######## imem_loader ########
Fig. 1: imem_loader, metal 4
Drawn at 3 px/um.
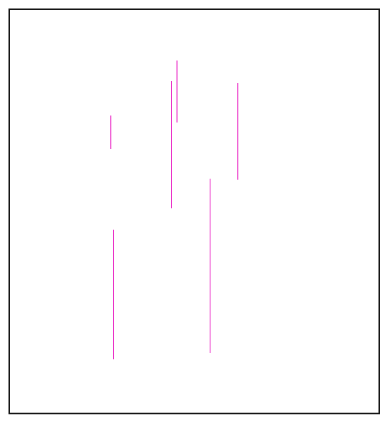

--- src/rtl/imem_loader_pkg.sv ---
// Types and defaults shared by the instruction-memory loader and the fetch path.
// The load stream is: length (16-bit, big-endian), 4*length payload bytes, XOR checksum byte.
package imem_loader_pkg;

   localparam logic [31:0] DEFAULT_BASE_ADDR = 32'h0004_0000;
   localparam int          DEFAULT_DEPTH     = 101;
   localparam int          IMEM_WORD_W       = 32;

   typedef enum logic [2:0] {
      ST_IDLE,
      ST_LEN_HI,
      ST_LEN_LO,
      ST_DATA,
      ST_WRITE,
      ST_CHECK,
      ST_DONE,
      ST_ERROR
   } loader_state_e;

endpackage

--- src/rtl/imem_word_assembler.sv ---
// Packs payload bytes MSB-first into 32-bit words and keeps a running XOR checksum.
module imem_word_assembler
   import imem_loader_pkg::*;
(
   input  logic                   clk,
   input  logic                   rst,
   input  logic                   clear_i,
   input  logic                   byte_en_i,
   input  logic [7:0]             byte_i,
   output logic [IMEM_WORD_W-1:0] word_o,
   output logic                   word_full_o,
   output logic [7:0]             csum_o
);

   logic [IMEM_WORD_W-1:0] word_q, word_d;
   logic [1:0]             cnt_q, cnt_d;
   logic [7:0]             csum_q, csum_d;

   always_comb begin
      word_d = word_q;
      cnt_d  = cnt_q;
      csum_d = csum_q;
      if (clear_i) begin
         word_d = '0;
         cnt_d  = '0;
         csum_d = '0;
      end else if (byte_en_i) begin
         word_d = {word_q[IMEM_WORD_W-9:0], byte_i};
         cnt_d  = cnt_q + 2'd1;
         csum_d = csum_q ^ byte_i;
      end
   end

   always_ff @(posedge clk or posedge rst) begin
      if (rst) begin
         word_q <= '0;
         cnt_q  <= '0;
         csum_q <= '0;
      end else begin
         word_q <= word_d;
         cnt_q  <= cnt_d;
         csum_q <= csum_d;
      end
   end

   // High while the byte that completes the current word is being accepted.
   assign word_full_o = byte_en_i && (cnt_q == 2'd3);
   assign word_o      = word_q;
   assign csum_o      = csum_q;

endmodule

--- src/rtl/imem_loader.sv ---
// Loads a length-prefixed, checksummed byte stream into instruction memory and
// holds the core until a load completes cleanly.
module imem_loader
   import imem_loader_pkg::*;
#(
   parameter logic [31:0] BASE_ADDR = DEFAULT_BASE_ADDR,
   parameter int          DEPTH     = DEFAULT_DEPTH
) (
   input  logic                   clk,
   input  logic                   rst,
   input  logic                   start,
   input  logic                   byte_valid,
   input  logic [7:0]             byte_data,
   output logic                   byte_ready,
   output logic                   mem_we,
   output logic [31:0]            mem_addr,
   output logic [IMEM_WORD_W-1:0] mem_wdata,
   output logic [15:0]            word_count,
   output logic                   busy,
   output logic                   done,
   output logic                   error,
   output logic                   cpu_hold,
   output loader_state_e          state_o
);

   localparam logic [15:0] DEPTH_W = 16'(DEPTH);

   loader_state_e          state_q, state_d;
   logic [15:0]            len_q, len_d;
   logic [15:0]            wc_q, wc_d;
   logic [31:0]            addr_q, addr_d;
   logic [IMEM_WORD_W-1:0] wdata_q, wdata_d;

   logic                   launch;
   logic                   asm_en;
   logic                   word_full;
   logic [IMEM_WORD_W-1:0] asm_word;
   logic [7:0]             asm_csum;
   logic [15:0]            len_full;
   logic [31:0]            wr_addr;

   // Handshake: a byte transfers on a rising edge only when byte_valid && byte_ready;
   // byte_ready depends on state alone, so it never waits on byte_valid.
   assign launch   = start && (state_q inside {ST_IDLE, ST_DONE, ST_ERROR});
   assign len_full = {len_q[15:8], byte_data};
   assign wr_addr  = BASE_ADDR + {14'b0, wc_q, 2'b00};

   imem_word_assembler u_asm (
      .clk         (clk),
      .rst         (rst),
      .clear_i     (launch),
      .byte_en_i   (asm_en),
      .byte_i      (byte_data),
      .word_o      (asm_word),
      .word_full_o (word_full),
      .csum_o      (asm_csum)
   );

   always_comb begin
      state_d    = state_q;
      len_d      = len_q;
      wc_d       = wc_q;
      addr_d     = addr_q;
      wdata_d    = wdata_q;
      byte_ready = 1'b0;
      mem_we     = 1'b0;
      asm_en     = 1'b0;
      case (state_q)
         ST_IDLE, ST_DONE, ST_ERROR: begin
            if (start) begin
               state_d = ST_LEN_HI;
               wc_d    = '0;
            end
         end
         ST_LEN_HI: begin
            byte_ready = 1'b1;
            if (byte_valid) begin
               len_d[15:8] = byte_data;
               state_d     = ST_LEN_LO;
            end
         end
         ST_LEN_LO: begin
            byte_ready = 1'b1;
            if (byte_valid) begin
               len_d = len_full;
               if (len_full > DEPTH_W)      state_d = ST_ERROR;
               else if (len_full == 16'd0)  state_d = ST_CHECK;
               else                         state_d = ST_DATA;
            end
         end
         ST_DATA: begin
            byte_ready = 1'b1;
            asm_en     = byte_valid;
            if (byte_valid && word_full) state_d = ST_WRITE;
         end
         ST_WRITE: begin
            mem_we  = 1'b1;
            addr_d  = wr_addr;
            wdata_d = asm_word;
            wc_d    = wc_q + 16'd1;
            state_d = ((wc_q + 16'd1) == len_q) ? ST_CHECK : ST_DATA;
         end
         ST_CHECK: begin
            byte_ready = 1'b1;
            if (byte_valid) state_d = (byte_data == asm_csum) ? ST_DONE : ST_ERROR;
         end
         default: state_d = ST_IDLE;
      endcase
   end

   always_ff @(posedge clk or posedge rst) begin
      if (rst) begin
         state_q <= ST_IDLE;
         len_q   <= '0;
         wc_q    <= '0;
         addr_q  <= '0;
         wdata_q <= '0;
      end else begin
         state_q <= state_d;
         len_q   <= len_d;
         wc_q    <= wc_d;
         addr_q  <= addr_d;
         wdata_q <= wdata_d;
      end
   end

   // Write address/data are live during WRITE and held afterwards.
   assign mem_addr   = mem_we ? wr_addr  : addr_q;
   assign mem_wdata  = mem_we ? asm_word : wdata_q;
   assign word_count = wc_q;
   assign busy       = state_q inside {ST_LEN_HI, ST_LEN_LO, ST_DATA, ST_WRITE, ST_CHECK};
   assign done       = (state_q == ST_DONE);
   assign error      = (state_q == ST_ERROR);
   assign cpu_hold   = (state_q != ST_DONE);
   assign state_o    = state_q;

endmodule
--- config.mk ---
export PLATFORM = sky130hd
export DESIGN_NAME = imem_loader
export DESIGN_NICKNAME = d
export VERILOG_FILES = /design/src/rtl/imem_loader_pkg.sv /design/src/rtl/imem_word_assembler.sv /design/src/rtl/imem_loader.sv
export SDC_FILE = /design/constraint.sdc
export NUM_CORES = 1
export LEC_CHECK = 0
export ABC_AREA = 1
export CORE_ASPECT_RATIO = 1.1
export CORE_MARGIN = 4
export CORE_UTILIZATION = 40
export DETAILED_ROUTE_END_ITERATION = 10
export GPL_TIMING_DRIVEN = 0
export PLACE_DENSITY = 0.66
export RECOVER_POWER = 100
export SYNTH_ARGS = -nofsm -noshare
export SYNTH_HDL_FRONTEND = slang
export SYNTH_SLANG_ARGS = --single-unit
export TNS_END_PERCENT = 20
--- constraint.sdc ---
create_clock -name clk -period 4.5 [get_ports clk]
set_clock_uncertainty 0.1 [all_clocks]
set_input_delay 1.35 -clock clk [delete_from_list [all_inputs] [get_ports clk]]
set_output_delay 1.35 -clock clk [all_outputs]
set_load 0.05 [all_outputs]
######## hpi_xfer_ctrl_flat ########
==> src/rtl/hpi_xfer_ctrl_if.sv <==
// ----------------------------------------------------------------------------
// hpi_xfer_ctrl_if
// Bundles the request/response handshake and the HPI I/O-side bus of
// hpi_xfer_ctrl into a single interface.
//
// Modports
//   slave  : the transfer controller itself (accepts requests and drives
//            the HPI strobes, port select and write data).
//   master : the environment around it, meaning the requesting client plus
//            the HPI I/O block that returns registered read data.
//
// Signals
//   req_valid/req_ready        request handshake
//   req_write/req_addr/req_wdata   request payload
//   rsp_valid/rsp_rdata        one-cycle completion pulse and read result
//   hpi_address                HPI port select (00 DATA, 10 ADDRESS)
//   hpi_data_out/hpi_data_in   HPI write data out, registered read data in
//   hpi_r_n/hpi_w_n/hpi_cs_n   active-low read, write and chip-select
// ----------------------------------------------------------------------------
interface hpi_xfer_ctrl_if;
    logic        req_valid;
    logic        req_ready;
    logic        req_write;
    logic [15:0] req_addr;
    logic [15:0] req_wdata;
    logic        rsp_valid;
    logic [15:0] rsp_rdata;
    logic [1:0]  hpi_address;
    logic [15:0] hpi_data_out;
    logic [15:0] hpi_data_in;
    logic        hpi_r_n;
    logic        hpi_w_n;
    logic        hpi_cs_n;

    modport master (
        output req_valid, req_write, req_addr, req_wdata, hpi_data_in,
        input  req_ready, rsp_valid, rsp_rdata,
        input  hpi_address, hpi_data_out, hpi_r_n, hpi_w_n, hpi_cs_n
    );

    modport slave (
        input  req_valid, req_write, req_addr, req_wdata, hpi_data_in,
        output req_ready, rsp_valid, rsp_rdata,
        output hpi_address, hpi_data_out, hpi_r_n, hpi_w_n, hpi_cs_n
    );
endinterface

==> src/rtl/hpi_xfer_ctrl.sv <==
// ----------------------------------------------------------------------------
// hpi_xfer_ctrl
// Sequences one CY7C67200 memory access over the HPI I/O interface per
// accepted request: first the target address is written to the HPI ADDRESS
// port, then the data word is written to or read from the HPI DATA port,
// followed by a chip-select-high recovery gap.
//
// Parameters
//   STROBE_CYC : RD/WR strobe low width in clocks (3..15)
//   RECOV_CYC  : CS-high recovery clocks between transactions (1..15)
//
// Ports
//   Clk   : clock, all state changes on the rising edge
//   Reset : asynchronous, active-high reset
//   bus   : hpi_xfer_ctrl_if.slave (request/response handshake + HPI bus)
//
// Every hpi_* output is a flop loaded with the value belonging to the state
// being entered, so the strobes are glitch-free and line up exactly with the
// FSM state.
// ----------------------------------------------------------------------------
module hpi_xfer_ctrl #(
    parameter int STROBE_CYC = 4,
    parameter int RECOV_CYC  = 2
) (
    input logic             Clk,
    input logic             Reset,
    hpi_xfer_ctrl_if.slave  bus
);

    typedef enum logic [2:0] {
        IDLE,
        A_SETUP,
        A_STROBE,
        A_HOLD,
        D_SETUP,
        D_STROBE,
        D_HOLD,
        RECOV
    } state_t;

    localparam logic [1:0] PORT_DATA = 2'b00;
    localparam logic [1:0] PORT_ADDR = 2'b10;

    state_t      state;
    logic [3:0]  cnt;
    logic        lat_write;
    logic [15:0] lat_wdata;

    // The address is loaded straight into hpi_data_out on the accepting
    // edge, so only the direction and the write data need holding.
    // cnt counts down the remaining cycles of the multi-cycle states.
    always_ff @(posedge Clk or posedge Reset) begin
        if (Reset) begin
            state            <= IDLE;
            cnt              <= '0;
            lat_write        <= 1'b0;
            lat_wdata        <= '0;
            bus.req_ready    <= 1'b0;
            bus.rsp_valid    <= 1'b0;
            bus.rsp_rdata    <= '0;
            bus.hpi_address  <= PORT_DATA;
            bus.hpi_data_out <= '0;
            bus.hpi_r_n      <= 1'b1;
            bus.hpi_w_n      <= 1'b1;
            bus.hpi_cs_n     <= 1'b1;
        end else begin
            bus.rsp_valid <= 1'b0;
            case (state)
                IDLE: begin
                    // req_ready comes up one edge after entering IDLE from
                    // reset; a request is only taken once it is visibly high.
                    if (bus.req_valid && bus.req_ready) begin
                        lat_write        <= bus.req_write;
                        lat_wdata        <= bus.req_wdata;
                        bus.req_ready    <= 1'b0;
                        bus.hpi_cs_n     <= 1'b0;
                        bus.hpi_address  <= PORT_ADDR;
                        bus.hpi_data_out <= bus.req_addr;
                        state            <= A_SETUP;
                    end else begin
                        bus.req_ready <= 1'b1;
                    end
                end
                A_SETUP: begin
                    bus.hpi_w_n <= 1'b0;
                    cnt         <= 4'(STROBE_CYC - 1);
                    state       <= A_STROBE;
                end
                A_STROBE: begin
                    if (cnt == 4'd0) begin
                        bus.hpi_w_n <= 1'b1;
                        state       <= A_HOLD;
                    end else begin
                        cnt <= cnt - 4'd1;
                    end
                end
                A_HOLD: begin
                    bus.hpi_address  <= PORT_DATA;
                    bus.hpi_data_out <= lat_write ? lat_wdata : 16'h0000;
                    state            <= D_SETUP;
                end
                D_SETUP: begin
                    bus.hpi_w_n <= ~lat_write;
                    bus.hpi_r_n <= lat_write;
                    cnt         <= 4'(STROBE_CYC - 1);
                    state       <= D_STROBE;
                end
                D_STROBE: begin
                    // Read data is taken while the read strobe is still low,
                    // on the edge that ends the last strobe cycle.
                    if (cnt == 4'd0) begin
                        bus.hpi_w_n <= 1'b1;
                        bus.hpi_r_n <= 1'b1;
                        if (!lat_write) begin
                            bus.rsp_rdata <= bus.hpi_data_in;
                        end
                        state <= D_HOLD;
                    end else begin
                        cnt <= cnt - 4'd1;
                    end
                end
                D_HOLD: begin
                    bus.hpi_cs_n     <= 1'b1;
                    bus.hpi_address  <= PORT_DATA;
                    bus.hpi_data_out <= 16'h0000;
                    bus.rsp_valid    <= 1'b1;
                    cnt              <= 4'(RECOV_CYC - 1);
                    state            <= RECOV;
                end
                RECOV: begin
                    if (cnt == 4'd0) begin
                        bus.req_ready <= 1'b1;
                        state         <= IDLE;
                    end else begin
                        cnt <= cnt - 4'd1;
                    end
                end
                default: begin
                    state <= IDLE;
                end
            endcase
        end
    end

endmodule

==> src/flat_wrapper.sv <==
// flat-port wrapper written by rule: the top's interface ports become plain ports
module hpi_xfer_ctrl_flat 
#(
    parameter int STROBE_CYC = 4,
    parameter int RECOV_CYC  = 2
)
  (Clk, Reset, bus_req_valid, bus_req_write, bus_req_addr, bus_req_wdata, bus_hpi_data_in, bus_req_ready, bus_rsp_valid, bus_rsp_rdata, bus_hpi_address, bus_hpi_data_out, bus_hpi_r_n, bus_hpi_w_n, bus_hpi_cs_n);
  hpi_xfer_ctrl_if bus_i ();
  input logic Clk;
  input logic Reset;
  input wire logic [$bits(bus_i.req_valid)-1:0] bus_req_valid;
  input wire logic [$bits(bus_i.req_write)-1:0] bus_req_write;
  input wire logic [$bits(bus_i.req_addr)-1:0] bus_req_addr;
  input wire logic [$bits(bus_i.req_wdata)-1:0] bus_req_wdata;
  input wire logic [$bits(bus_i.hpi_data_in)-1:0] bus_hpi_data_in;
  output wire logic [$bits(bus_i.req_ready)-1:0] bus_req_ready;
  output wire logic [$bits(bus_i.rsp_valid)-1:0] bus_rsp_valid;
  output wire logic [$bits(bus_i.rsp_rdata)-1:0] bus_rsp_rdata;
  output wire logic [$bits(bus_i.hpi_address)-1:0] bus_hpi_address;
  output wire logic [$bits(bus_i.hpi_data_out)-1:0] bus_hpi_data_out;
  output wire logic [$bits(bus_i.hpi_r_n)-1:0] bus_hpi_r_n;
  output wire logic [$bits(bus_i.hpi_w_n)-1:0] bus_hpi_w_n;
  output wire logic [$bits(bus_i.hpi_cs_n)-1:0] bus_hpi_cs_n;
  assign bus_i.req_valid = bus_req_valid;
  assign bus_i.req_write = bus_req_write;
  assign bus_i.req_addr = bus_req_addr;
  assign bus_i.req_wdata = bus_req_wdata;
  assign bus_i.hpi_data_in = bus_hpi_data_in;
  assign bus_req_ready = bus_i.req_ready;
  assign bus_rsp_valid = bus_i.rsp_valid;
  assign bus_rsp_rdata = bus_i.rsp_rdata;
  assign bus_hpi_address = bus_i.hpi_address;
  assign bus_hpi_data_out = bus_i.hpi_data_out;
  assign bus_hpi_r_n = bus_i.hpi_r_n;
  assign bus_hpi_w_n = bus_i.hpi_w_n;
  assign bus_hpi_cs_n = bus_i.hpi_cs_n;
  hpi_xfer_ctrl #(.STROBE_CYC(STROBE_CYC), .RECOV_CYC(RECOV_CYC)) u_core (.Clk(Clk), .Reset(Reset), .bus(bus_i));
endmodule
==> config.mk <==
export PLATFORM = sky130hd
export DESIGN_NAME = hpi_xfer_ctrl_flat
export DESIGN_NICKNAME = d
export VERILOG_FILES = /design/src/rtl/hpi_xfer_ctrl_if.sv /design/src/rtl/hpi_xfer_ctrl.sv /design/src/flat_wrapper.sv
export SDC_FILE = /design/constraint.sdc
export NUM_CORES = 1
export LEC_CHECK = 0
export CORE_UTILIZATION = 40
export CTS_CLUSTER_SIZE = 10
export DETAILED_ROUTE_END_ITERATION = 10
export PLACE_DENSITY = 0.81
export SLEW_MARGIN = 20
export SYNTH_ARGS = -nofsm -noshare
export SYNTH_HDL_FRONTEND = slang
export SYNTH_SLANG_ARGS = --single-unit
==> constraint.sdc <==
create_clock -name Clk -period 5.4 [get_ports Clk]
set_input_delay 0.54 -clock Clk [delete_from_list [all_inputs] [get_ports Clk]]
set_output_delay 0.54 -clock Clk [all_outputs]
set_load 0.005 [all_outputs]
######## gcm_aes_seq_ctrl ########
===== config.mk =====
export PLATFORM = sky130hd
export DESIGN_NAME = gcm_aes_seq_ctrl
export DESIGN_NICKNAME = d
export VERILOG_FILES = /design/src/rtl/gcm_aes_seq_ctrl.sv
export SDC_FILE = /design/constraint.sdc
export NUM_CORES = 2
export LEC_CHECK = 0
export ABC_AREA = 1
export ABC_CLOCK_PERIOD_IN_PS = 21600
export CORE_AREA = 2 2 576 578
export CTS_BUF_LIST = sky130_fd_sc_hd__clkbuf_16
export CTS_CLUSTER_SIZE = 24
export DETAILED_ROUTE_END_ITERATION = 6
export DIE_AREA = 0 0 578 580
export GPL_ROUTABILITY_DRIVEN = 0
export PLACE_DENSITY_LB_ADDON = 0.25
export SLEW_MARGIN = 20
export SYNTH_ARGS = -nofsm -noshare
export SYNTH_HDL_FRONTEND = slang
export SYNTH_SLANG_ARGS = --single-unit

===== constraint.sdc =====
create_clock -name clk -period 21.6 [get_ports clk]
set_input_delay 4.32 -clock clk [delete_from_list [all_inputs] [get_ports clk]]
set_output_delay 4.32 -clock clk [all_outputs]
set_load 0.005 [all_outputs]

===== src/rtl/gcm_aes_seq_ctrl.sv =====
// gcm_aes_seq_ctrl: job-level sequencer feeding AAD then plaintext into gcm_aes.
// Optional macro GCM_SEQ_LAST_MASK_EN zeroes bits past the length in final blocks.
module gcm_aes_seq_ctrl #(
    parameter int PIPE_LAT    = 9,
    parameter int TAG_TIMEOUT = 64,
    parameter int LEN_W       = 64
) (
    input  logic             clk,
    input  logic             rst,
    input  logic             job_valid,
    output logic             job_ready,
    input  logic [127:0]     job_key,
    input  logic [95:0]      job_iv,
    input  logic [LEN_W-1:0] job_aad_bits,
    input  logic [LEN_W-1:0] job_pt_bits,
    input  logic             s_valid,
    output logic             s_ready,
    input  logic [127:0]     s_data,
    output logic             core_new_instance,
    output logic             core_pt_instance,
    output logic [127:0]     core_key,
    output logic [95:0]      core_iv,
    output logic [127:0]     core_data,
    output logic [LEN_W-1:0] core_aad_size,
    output logic [LEN_W-1:0] core_pt_size,
    input  logic [127:0]     core_ct,
    input  logic [127:0]     core_tag,
    input  logic             core_tag_ready,
    output logic             m_ct_valid,
    output logic [127:0]     m_ct,
    output logic             done,
    output logic [127:0]     tag,
    output logic             err
);
    localparam int CW = LEN_W - 7;
    localparam int TW = $clog2(TAG_TIMEOUT + 1);

    typedef enum logic [2:0] {
        S_IDLE,
        S_AAD,
        S_PT,
        S_EMPTY,
        S_DRAIN
    } state_t;

    state_t state, state_nxt;

    logic [CW-1:0]       aad_cnt;
    logic [CW-1:0]       pt_cnt;
    logic [CW-1:0]       job_aad_blk;
    logic [CW-1:0]       job_pt_blk;
    logic                first;
    logic [PIPE_LAT-1:0] lat_sr;
    logic [TW-1:0]       tcnt;
    logic                accept;
    logic                aad_issue;
    logic                pt_issue;
    logic                any_issue;
    logic                set_err;
    logic                tag_hit;
    logic [127:0]        aad_mask;
    logic [127:0]        pt_mask;
    logic [127:0]        ct_mask;

    assign job_aad_blk = job_aad_bits[LEN_W-1:7] + CW'(|job_aad_bits[6:0]);
    assign job_pt_blk  = job_pt_bits[LEN_W-1:7] + CW'(|job_pt_bits[6:0]);

    // Gate with rst so every output reads 0 while reset is held.
    assign job_ready = (state == S_IDLE) && !rst;
    assign accept    = job_valid && job_ready;

`ifdef GCM_SEQ_LAST_MASK_EN
    logic [6:0]          aad_rem;
    logic [6:0]          pt_rem;
    logic [PIPE_LAT-1:0] last_sr;

    function automatic logic [127:0] tail_mask(input logic [6:0] rem);
        logic [127:0] ones;
        ones = '1;
        return (rem == 7'd0) ? ones : ~(ones >> rem);
    endfunction

    always_ff @(posedge clk or posedge rst) begin
        if (rst) begin
            aad_rem <= '0;
            pt_rem  <= '0;
            last_sr <= '0;
        end else begin
            if (accept) begin
                aad_rem <= job_aad_bits[6:0];
                pt_rem  <= job_pt_bits[6:0];
            end
            last_sr <= {last_sr[PIPE_LAT-2:0],
                        pt_issue && (pt_cnt == CW'(1))};
        end
    end

    assign aad_mask = (aad_cnt == CW'(1)) ? tail_mask(aad_rem) : '1;
    assign pt_mask  = (pt_cnt == CW'(1)) ? tail_mask(pt_rem) : '1;
    assign ct_mask  = last_sr[PIPE_LAT-1] ? tail_mask(pt_rem) : '1;
`else
    assign aad_mask = '1;
    assign pt_mask  = '1;
    assign ct_mask  = '1;
`endif

    always_comb begin
        state_nxt         = state;
        s_ready           = 1'b0;
        aad_issue         = 1'b0;
        pt_issue          = 1'b0;
        any_issue         = 1'b0;
        set_err           = 1'b0;
        tag_hit           = 1'b0;
        core_new_instance = 1'b0;
        core_pt_instance  = 1'b0;
        core_data         = '0;
        unique case (state)
            S_IDLE: begin
                if (accept) begin
                    if (job_aad_blk != '0)
                        state_nxt = S_AAD;
                    else if (job_pt_blk != '0)
                        state_nxt = S_PT;
                    else
                        state_nxt = S_EMPTY;
                end
            end
            S_AAD: begin
                s_ready = 1'b1;
                if (s_valid) begin
                    aad_issue         = 1'b1;
                    any_issue         = 1'b1;
                    core_new_instance = first;
                    core_data         = s_data & aad_mask;
                    if (aad_cnt == CW'(1))
                        state_nxt = (pt_cnt != '0) ? S_PT : S_DRAIN;
                end else begin
                    set_err   = 1'b1;
                    state_nxt = S_IDLE;
                end
            end
            S_PT: begin
                s_ready = 1'b1;
                if (s_valid) begin
                    pt_issue          = 1'b1;
                    any_issue         = 1'b1;
                    core_new_instance = first;
                    core_pt_instance  = 1'b1;
                    core_data         = s_data & pt_mask;
                    if (pt_cnt == CW'(1))
                        state_nxt = S_DRAIN;
                end else begin
                    set_err   = 1'b1;
                    state_nxt = S_IDLE;
                end
            end
            S_EMPTY: begin
                any_issue         = 1'b1;
                core_new_instance = 1'b1;
                state_nxt         = S_DRAIN;
            end
            S_DRAIN: begin
                if (core_tag_ready) begin
                    tag_hit   = 1'b1;
                    state_nxt = S_IDLE;
                end else if (tcnt == TW'(TAG_TIMEOUT - 1)) begin
                    set_err   = 1'b1;
                    state_nxt = S_IDLE;
                end
            end
            default: state_nxt = S_IDLE;
        endcase
    end

    always_ff @(posedge clk or posedge rst) begin
        if (rst) begin
            state         <= S_IDLE;
            aad_cnt       <= '0;
            pt_cnt        <= '0;
            first         <= 1'b0;
            lat_sr        <= '0;
            tcnt          <= '0;
            core_key      <= '0;
            core_iv       <= '0;
            core_aad_size <= '0;
            core_pt_size  <= '0;
            done          <= 1'b0;
            tag           <= '0;
            err           <= 1'b0;
        end else begin
            state  <= state_nxt;
            lat_sr <= {lat_sr[PIPE_LAT-2:0], pt_issue};
            done   <= tag_hit;
            if (tag_hit)
                tag <= core_tag;
            if (state == S_DRAIN)
                tcnt <= tcnt + TW'(1);
            else
                tcnt <= '0;
            if (accept) begin
                core_key      <= job_key;
                core_iv       <= job_iv;
                core_aad_size <= job_aad_bits;
                core_pt_size  <= job_pt_bits;
                aad_cnt       <= job_aad_blk;
                pt_cnt        <= job_pt_blk;
                first         <= 1'b1;
                err           <= 1'b0;
            end else begin
                if (set_err)
                    err <= 1'b1;
                if (any_issue)
                    first <= 1'b0;
                if (aad_issue)
                    aad_cnt <= aad_cnt - CW'(1);
                if (pt_issue)
                    pt_cnt <= pt_cnt - CW'(1);
            end
        end
    end

    assign m_ct_valid = lat_sr[PIPE_LAT-1];
    assign m_ct       = m_ct_valid ? (core_ct & ct_mask) : '0;

endmodule

######## fft_seq_ctrl ########
==> config.mk <==
export PLATFORM = sky130hd
export DESIGN_NAME = fft_seq_ctrl
export DESIGN_NICKNAME = d
export VERILOG_FILES = /design/src/rtl/fft_ctrl_pkg.sv /design/src/rtl/fft_addr_dly.sv /design/src/rtl/fft_seq_ctrl.sv
export SDC_FILE = /design/constraint.sdc
export NUM_CORES = 1
export LEC_CHECK = 0
export CAP_MARGIN = 20
export CELL_PAD_IN_SITES_DETAIL_PLACEMENT = 0
export CELL_PAD_IN_SITES_GLOBAL_PLACEMENT = 1
export CORE_AREA = 4 4 80 120
export CTS_CLUSTER_DIAMETER = 40
export DETAILED_ROUTE_END_ITERATION = 7
export DIE_AREA = 0 0 84 124
export PLACE_DENSITY = 0.61
export SYNTH_ARGS = -nofsm -noshare
export SYNTH_HDL_FRONTEND = slang
export SYNTH_SLANG_ARGS = --single-unit
==> constraint.sdc <==
create_clock -name clk -period 6.3 [get_ports clk]
set_clock_uncertainty 0.2 [all_clocks]
set_input_delay 1.575 -clock clk [delete_from_list [all_inputs] [get_ports clk]]
set_output_delay 1.575 -clock clk [all_outputs]
set_load 0.02 [all_outputs]
==> src/rtl/fft_ctrl_pkg.sv <==
// fft_ctrl_pkg: shared FSM states, default sizes and butterfly address helper for the FFT sequencer
package fft_ctrl_pkg;
  localparam int DEF_LOG2N = 4;
  localparam int DEF_BFLY_LAT = 3;
  localparam int AW = 12;
  typedef enum logic [1:0] {IDLE, RUN, DRAIN, DONE} state_t;
  typedef struct packed {
    logic [AW-1:0] a;
    logic [AW-1:0] b;
    logic [AW-1:0] tw;
  } bfly_t;
  // Computed at the widest legal size; callers keep the low LOG2N bits.
  function automatic bfly_t bfly_addr(input logic [3:0] s, input logic [AW-1:0] k, input logic [3:0] log2n);
    logic [AW-1:0] span;
    logic [AW-1:0] pos;
    bfly_t r;
    span = AW'(1) << s;
    pos = k & (span - 1'b1);
    r.a = ((k >> s) << (s + 4'd1)) | pos;
    r.b = r.a + span;
    r.tw = pos << (log2n - 4'd1 - s);
    return r;
  endfunction
endpackage

==> src/rtl/fft_addr_dly.sv <==
// fft_addr_dly: fixed-depth shift-register delay line with async active-high clear
// Ports: clk, rst (async clear), d (WIDTH in), q (d delayed by DEPTH cycles)
module fft_addr_dly #(
  parameter int WIDTH = 9,
  parameter int DEPTH = 3
) (
  input  logic             clk,
  input  logic             rst,
  input  logic [WIDTH-1:0] d,
  output logic [WIDTH-1:0] q
);
  logic [DEPTH*WIDTH-1:0] sr;
  always_ff @(posedge clk or posedge rst)
    if (rst) sr <= '0;
    else sr <= (sr << WIDTH) | (DEPTH*WIDTH)'(d);
  assign q = sr[DEPTH*WIDTH-1 -: WIDTH];
endmodule

==> src/rtl/fft_seq_ctrl.sv <==
// fft_seq_ctrl: stage/butterfly sequencer for an in-place radix-2 DIT FFT
// Ports: clk, rst (async, active-high), start, en (issue enable) in;
//   busy, done, stage, rd_en/rd_addr_a/rd_addr_b/tw_addr (issue side),
//   wr_en/wr_addr_a/wr_addr_b (issue side delayed by BFLY_LAT) out.
module fft_seq_ctrl import fft_ctrl_pkg::*; #(
  parameter int LOG2N = DEF_LOG2N,
  parameter int BFLY_LAT = DEF_BFLY_LAT
) (
  input  logic             clk,
  input  logic             rst,
  input  logic             start,
  input  logic             en,
  output logic             busy,
  output logic             done,
  output logic [LOG2N-1:0] stage,
  output logic             rd_en,
  output logic [LOG2N-1:0] rd_addr_a,
  output logic [LOG2N-1:0] rd_addr_b,
  output logic [LOG2N-2:0] tw_addr,
  output logic             wr_en,
  output logic [LOG2N-1:0] wr_addr_a,
  output logic [LOG2N-1:0] wr_addr_b
);
  localparam logic [LOG2N-1:0] S_LAST = LOG2N'(LOG2N-1);
  localparam logic [LOG2N-2:0] K_LAST = '1;
  state_t state, state_n;
  logic [LOG2N-1:0] stage_n;
  logic [LOG2N-2:0] k, k_n;
  logic [3:0] cnt, cnt_n;
  logic ld;
  bfly_t nxt;
  logic unused_nxt;
  // Addresses are loaded for the butterfly about to be issued, so they are
  // already valid in the cycle rd_en rises and hold while nothing issues.
  always_comb begin
    state_n = state;
    stage_n = stage;
    k_n = k;
    cnt_n = cnt;
    ld = 1'b0;
    case (state)
      IDLE: if (start) begin
        state_n = RUN;
        stage_n = '0;
        k_n = '0;
        ld = 1'b1;
      end
      RUN: if (en) begin
        if (k == K_LAST) begin
          state_n = DRAIN;
          cnt_n = 4'(BFLY_LAT);
        end else begin
          k_n = k + 1'b1;
          ld = 1'b1;
        end
      end
      DRAIN: begin
        cnt_n = cnt - 1'b1;
        if (cnt == 4'd1) begin
          if (stage == S_LAST) state_n = DONE;
          else begin
            state_n = RUN;
            stage_n = stage + 1'b1;
            k_n = '0;
            ld = 1'b1;
          end
        end
      end
      default: state_n = IDLE;
    endcase
  end
  assign nxt = bfly_addr(4'(stage_n), AW'(k_n), 4'(LOG2N));
  assign unused_nxt = &{1'b0, nxt};
  always_ff @(posedge clk or posedge rst)
    if (rst) begin
      state <= IDLE;
      stage <= '0;
      k <= '0;
      cnt <= '0;
      rd_addr_a <= '0;
      rd_addr_b <= '0;
      tw_addr <= '0;
    end else begin
      state <= state_n;
      stage <= stage_n;
      k <= k_n;
      cnt <= cnt_n;
      if (ld) begin
        rd_addr_a <= nxt.a[LOG2N-1:0];
        rd_addr_b <= nxt.b[LOG2N-1:0];
        tw_addr <= nxt.tw[LOG2N-2:0];
      end
    end
  assign rd_en = state == RUN && en;
  assign busy = state == RUN || state == DRAIN;
  assign done = state == DONE;
  // Runs every cycle so pauses reach the write side as wr_en bubbles.
  fft_addr_dly #(.WIDTH(2*LOG2N+1), .DEPTH(BFLY_LAT)) u_dly (
    .clk(clk),
    .rst(rst),
    .d({rd_en, rd_addr_a, rd_addr_b}),
    .q({wr_en, wr_addr_a, wr_addr_b})
  );
endmodule

Fig. 2: fft_seq_ctrl, I/O pins on the die edge
Drawn at 3 px/um. Pins as bars across the die edge, other pins in gray.
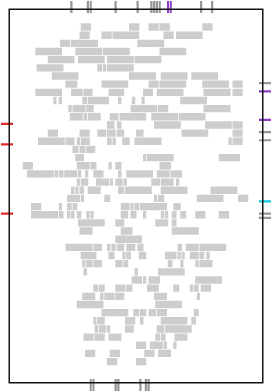
- `wr_en`: cyan (pins 1; direction output; edge right)
- `tw_addr`: red (pins 3; direction output; edge left)
- `wr_addr_a`: purple (pins 4; direction output; edge 2 top, 2 right)
Die W: 84 um
Die Ht: 124 um
Port Buf Inserts: 30

==> CHANGELOG.md, fft_seq_ctrl <==
### Physical design

* Status: finished clean
* Pint at 949 uW
* Async SR Flop Fraction at 100%
* Inserted Diodes at 0
* Reg area at 0.00128 mm^2
* Crit path from: start
* Comb/total area at 36.0%
* RR Endpoint: rd_addr_b[3]
* Top-area cell share at 50.8%
* # IOs at 31
* CTS resizes at 0
* Clk pwr share at 15.9%
* Crit path depth at 15
* TritonRoute pass-1 iters at 4
* Root buffer cell: clkbuf_16
* Worst Slack Setup Final at 1.02 ns
* Routed vias at 1,769
==> fft_seq_ctrl: per-layer routing <==
| layer | track usage, % | up-vias | share of wire (%) |
|---|---|---|---|
| met5 | 0 | - | 0 |
| met4 | 5.84 | 0 | 3.1 |
| met3 | 2.12 | 9 | 1.8 |
| met2 | 20.8 | 26 | 53 |
| met1 | 12.5 | 876 | 42 |
| li1 | - | 858 | - |
==> fft_seq_ctrl: through the flow <==
step | instances | cell area (um^2)
4_1_cts | 365 | 3020
2_1_floorplan | 229 | 2510
3_5_place_dp | 358 | 2880
3_3_place_gp | 358 | 2880
6_report | 366 | 3040
5_1_grt | 366 | 3040
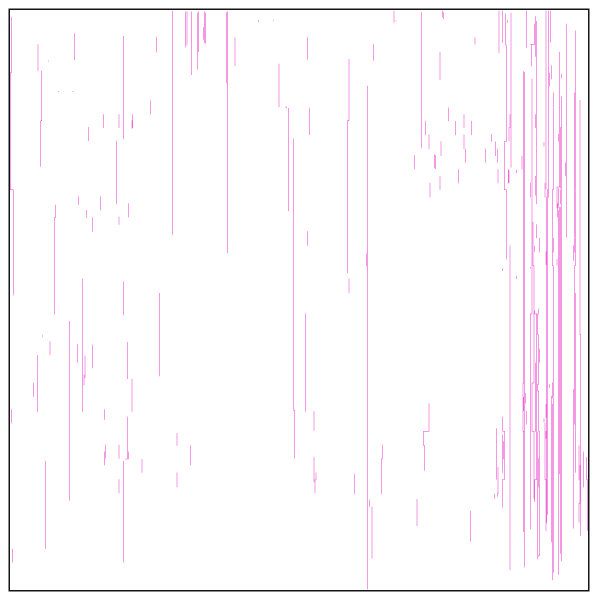
Fig. 3. Metal 4 (gcm_aes_seq_ctrl).
Drawn at 1 px/um.
- nets with wire on the layer: 172
- main direction: vertical
Routed WL: 271,000 um
routed vias: 38,160

==> CHANGELOG.md, gcm_aes_seq_ctrl <==
### Physical design

* Status: finished clean
* Die Ht at 580 um
* Post-synthesis average cell area at 7.00 um^2
* Post-Place Cells at 10,419
* Die W at 578 um
* Port Buf Inserts at 1,483
* Simple-Gate Area Share at 37.6%
* Root buffer cell: clkbuf_16
* Post-synth area from yosys stat at 0.0331 mm^2
* Worst Path Max Fanout at 83
* Metal3 WL at 28,600 um
* Worst Path Buf+Inv at 3
* Worst hold path type: register to register
* Worst setup path endpoint: core_data[125]
* CTS Buf Count at 93
* Tcrit/Tclk final at 50.0%
* Worst hold slack at 0.342 ns
* Flop+latch power at 2.14 mW
* Crit path time final at 10.81 ns
* RSZ-0062 raised after global routing: no
==> gcm_aes_seq_ctrl: sequential cells by signal, summed over array words and instances, names as in the netlist <==
signal	cells
core_key	128
err	1
state	3
core_pt_size	64
aad_cnt	57
tag	128
done	1
lat_sr	9
core_aad_size	64
core_iv	96
first	1
pt_cnt	57
tcnt	7
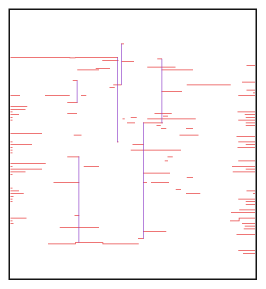
Fig. 4. Signal wires by layer (imem_loader).
Drawn at 2 px/um. Two of the layers only.
- met3: red (wire length 763 um)
- met4: purple (wire length 206 um)
routed len/inst: 15.0 um
Routed WL: 15,000 um

Notes on Fig. 1 above:
- share of all routed wire: 1.4%
- nets with wire on the layer: 3
- longest straight run: 57.8 um
- main direction: vertical
routed vias: 4,991

==> CHANGELOG.md, imem_loader <==
### Physical design

* Compound Share, Synth at 12.6%
* R2r worst-path depth at 11
* All-layer global routing usage at 19.5%
* Worst hold endpoint: addr_q[18]
* FFs & Latches at 126
* Final instance area at 0.00738 mm^2
* Top Layout Cells: 169 x nand2_1, 126 x dfrtp_1, 82 x inv_1, 77 x o21ai_0, 47 x nand3_1
* Synth flops at 126
* Async SR Flop Fraction at 100%
* Syn. warnings at 0
* Highest Clock Rate at 0.233 GHz
* Clock buf/inv share at 7.32%
* Area fraction in xor and xnor cells at 1.66%
* Leak Pwr at 3.59 nW
* Biggest Area Class: sequential cells
* Layout cells sized above 1 at 9.06%
* Flip-flops with a built-in enable at 0
* Layout Cells excl Fill at 1,005
* # DRC at 0
* Initial antenna violation count at 0
* CTS tree: built
* P_sw at 2.50 mW
* Status: finished clean
* Most frequent logic cell in the layout: nand2_1
* Global-route wire length before repair at 25,100 um
==> imem_loader: worst max-delay path: cells and delay by family, from the launching register on <==
| kind | cells | cell delay [ns] |
|---|---|---|
| compound gates | 1 | 0.15 |
| flops | 1 | 0.42 |
| buf+inv | 3 | 1.39 |
| simple gates | 3 | 0.45 |
==> imem_loader: sequential cells by signal, summed over array words and instances, names as in the netlist <==
register	count
len_q	16
u_asm.csum_o	8
word_count	16
state_o	3
u_asm.word_o	32
addr_q	17
u_asm.cnt_q	2
wdata_q	32
Fig. 5: hpi_xfer_ctrl_flat, signal wires by layer
Drawn at 3 px/um. Two of the layers only.
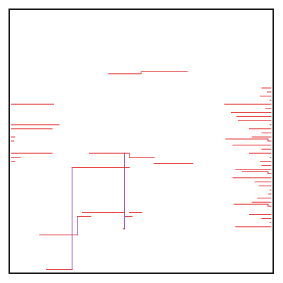
- met3: red (wire length 403 um)
- met4: purple (wire length 65.3 um)
Routed WL: 6470 um
all-layer global routing usage: 17.9%
routed vias: 2,180
routed len/inst: 14.3 um

Fig. 6: hpi_xfer_ctrl_flat, the clock network
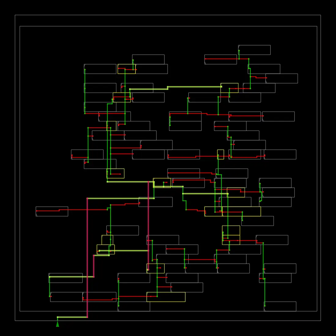
FFs & Latches: 62
clk sink count: 62
CTS Buf Count: 9
clock buffer count: 11
skew final: 0.00691 ns

==> CHANGELOG.md, hpi_xfer_ctrl_flat <==
### Physical design

* Worst setup path endpoint: u_core.bus.hpi_address[1]
* Fin nets at 409
* Crit path time final at 2.00 ns
* Metal3 WL at 402 um
* Tool Warnings at 29
* Comb/total area at 30.0%
* Power in the clock group at 466 uW
* Signal inverters at 7
* Grt total ovfl at 0
* Synth flops at 62
* GP Congestion at 0.848
* Status: finished clean
* CP arrival at 2.28 ns
* Die Ht at 87.5 um
* # IOs at 91
* Worst hold slack at 0.459 ns
* Largest net degree at the start of global routing at 63
* Power density over cell area at 579 mW/mm^2
* Final max-slew violation count at 0
* Commonest flop: dfrtp_1
* Syn nets at 322
* Pint at 1.55 mW
* Comb area at 0.00122 mm^2
* Layout cells sized above 1 at 16.0%
* Setup violators final at 0
* Biggest Area Class: sequential cells
* Post-route ant nets at 0
* # DRC at 0
* Layout Cells excl Fill at 453
* RSZ-0062 raised after global routing: no
[hpi_xfer_ctrl_flat: registers in the layout, summed over array words and instances, names as in the netlist, 3 cells and up]
register and flops:
u_core.bus.hpi_data_out 16, u_core.bus.rsp_rdata 16, u_core.lat_wdata 16, u_core.cnt 4, u_core.state 3
[hpi_xfer_ctrl_flat: worst max-delay path, cell delays in order, from the launching register on]
cell and delay [ns]:
dfrtp_1 0.41, inv_1 0.11, ha_1 0.32, nor2b_2 0.27, and3_1 0.60, a22o_1 0.22


## Gallery

I/O pins on the die edge.
image #1
Drawn at 4 px/um. Pins as bars across the die edge, other pins in gray.
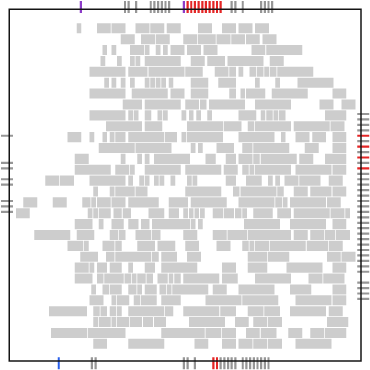
image #2
Drawn at 0.5 px/um. Pins as bars across the die edge, other pins in gray.
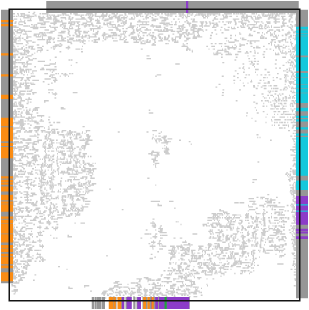
image #3
Drawn at 3 px/um. Pins as bars across the die edge, other pins in gray.
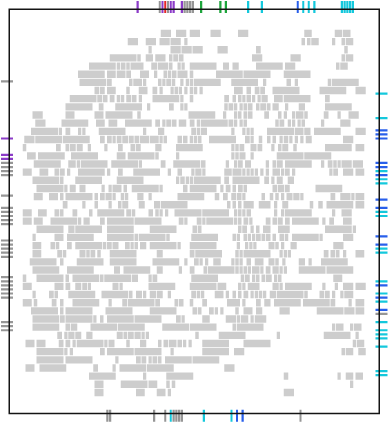
| picture | from |
|---|---|
| image #1 | hpi_xfer_ctrl_flat |
| image #3 | imem_loader |
| image #2 | gcm_aes_seq_ctrl |


==> screenshots <==
Gate-type map.
(a)
Drawn at 4 px/um.
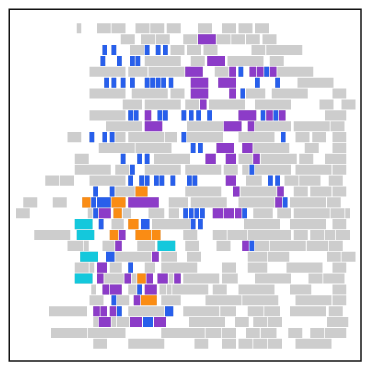
(b)
Drawn at 3 px/um.
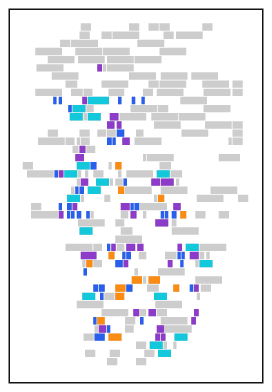
(c)
Drawn at 3 px/um.
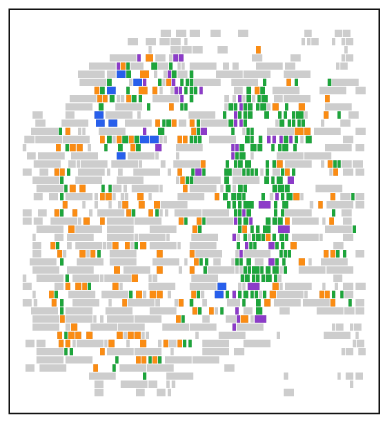
- fewest cells: (b)
- most cells: (c)
imem_loader is (c).
fft_seq_ctrl is (b).
hpi_xfer_ctrl_flat is (a).

Power figures rest on the tool's default switching activity, not on a simulated workload.
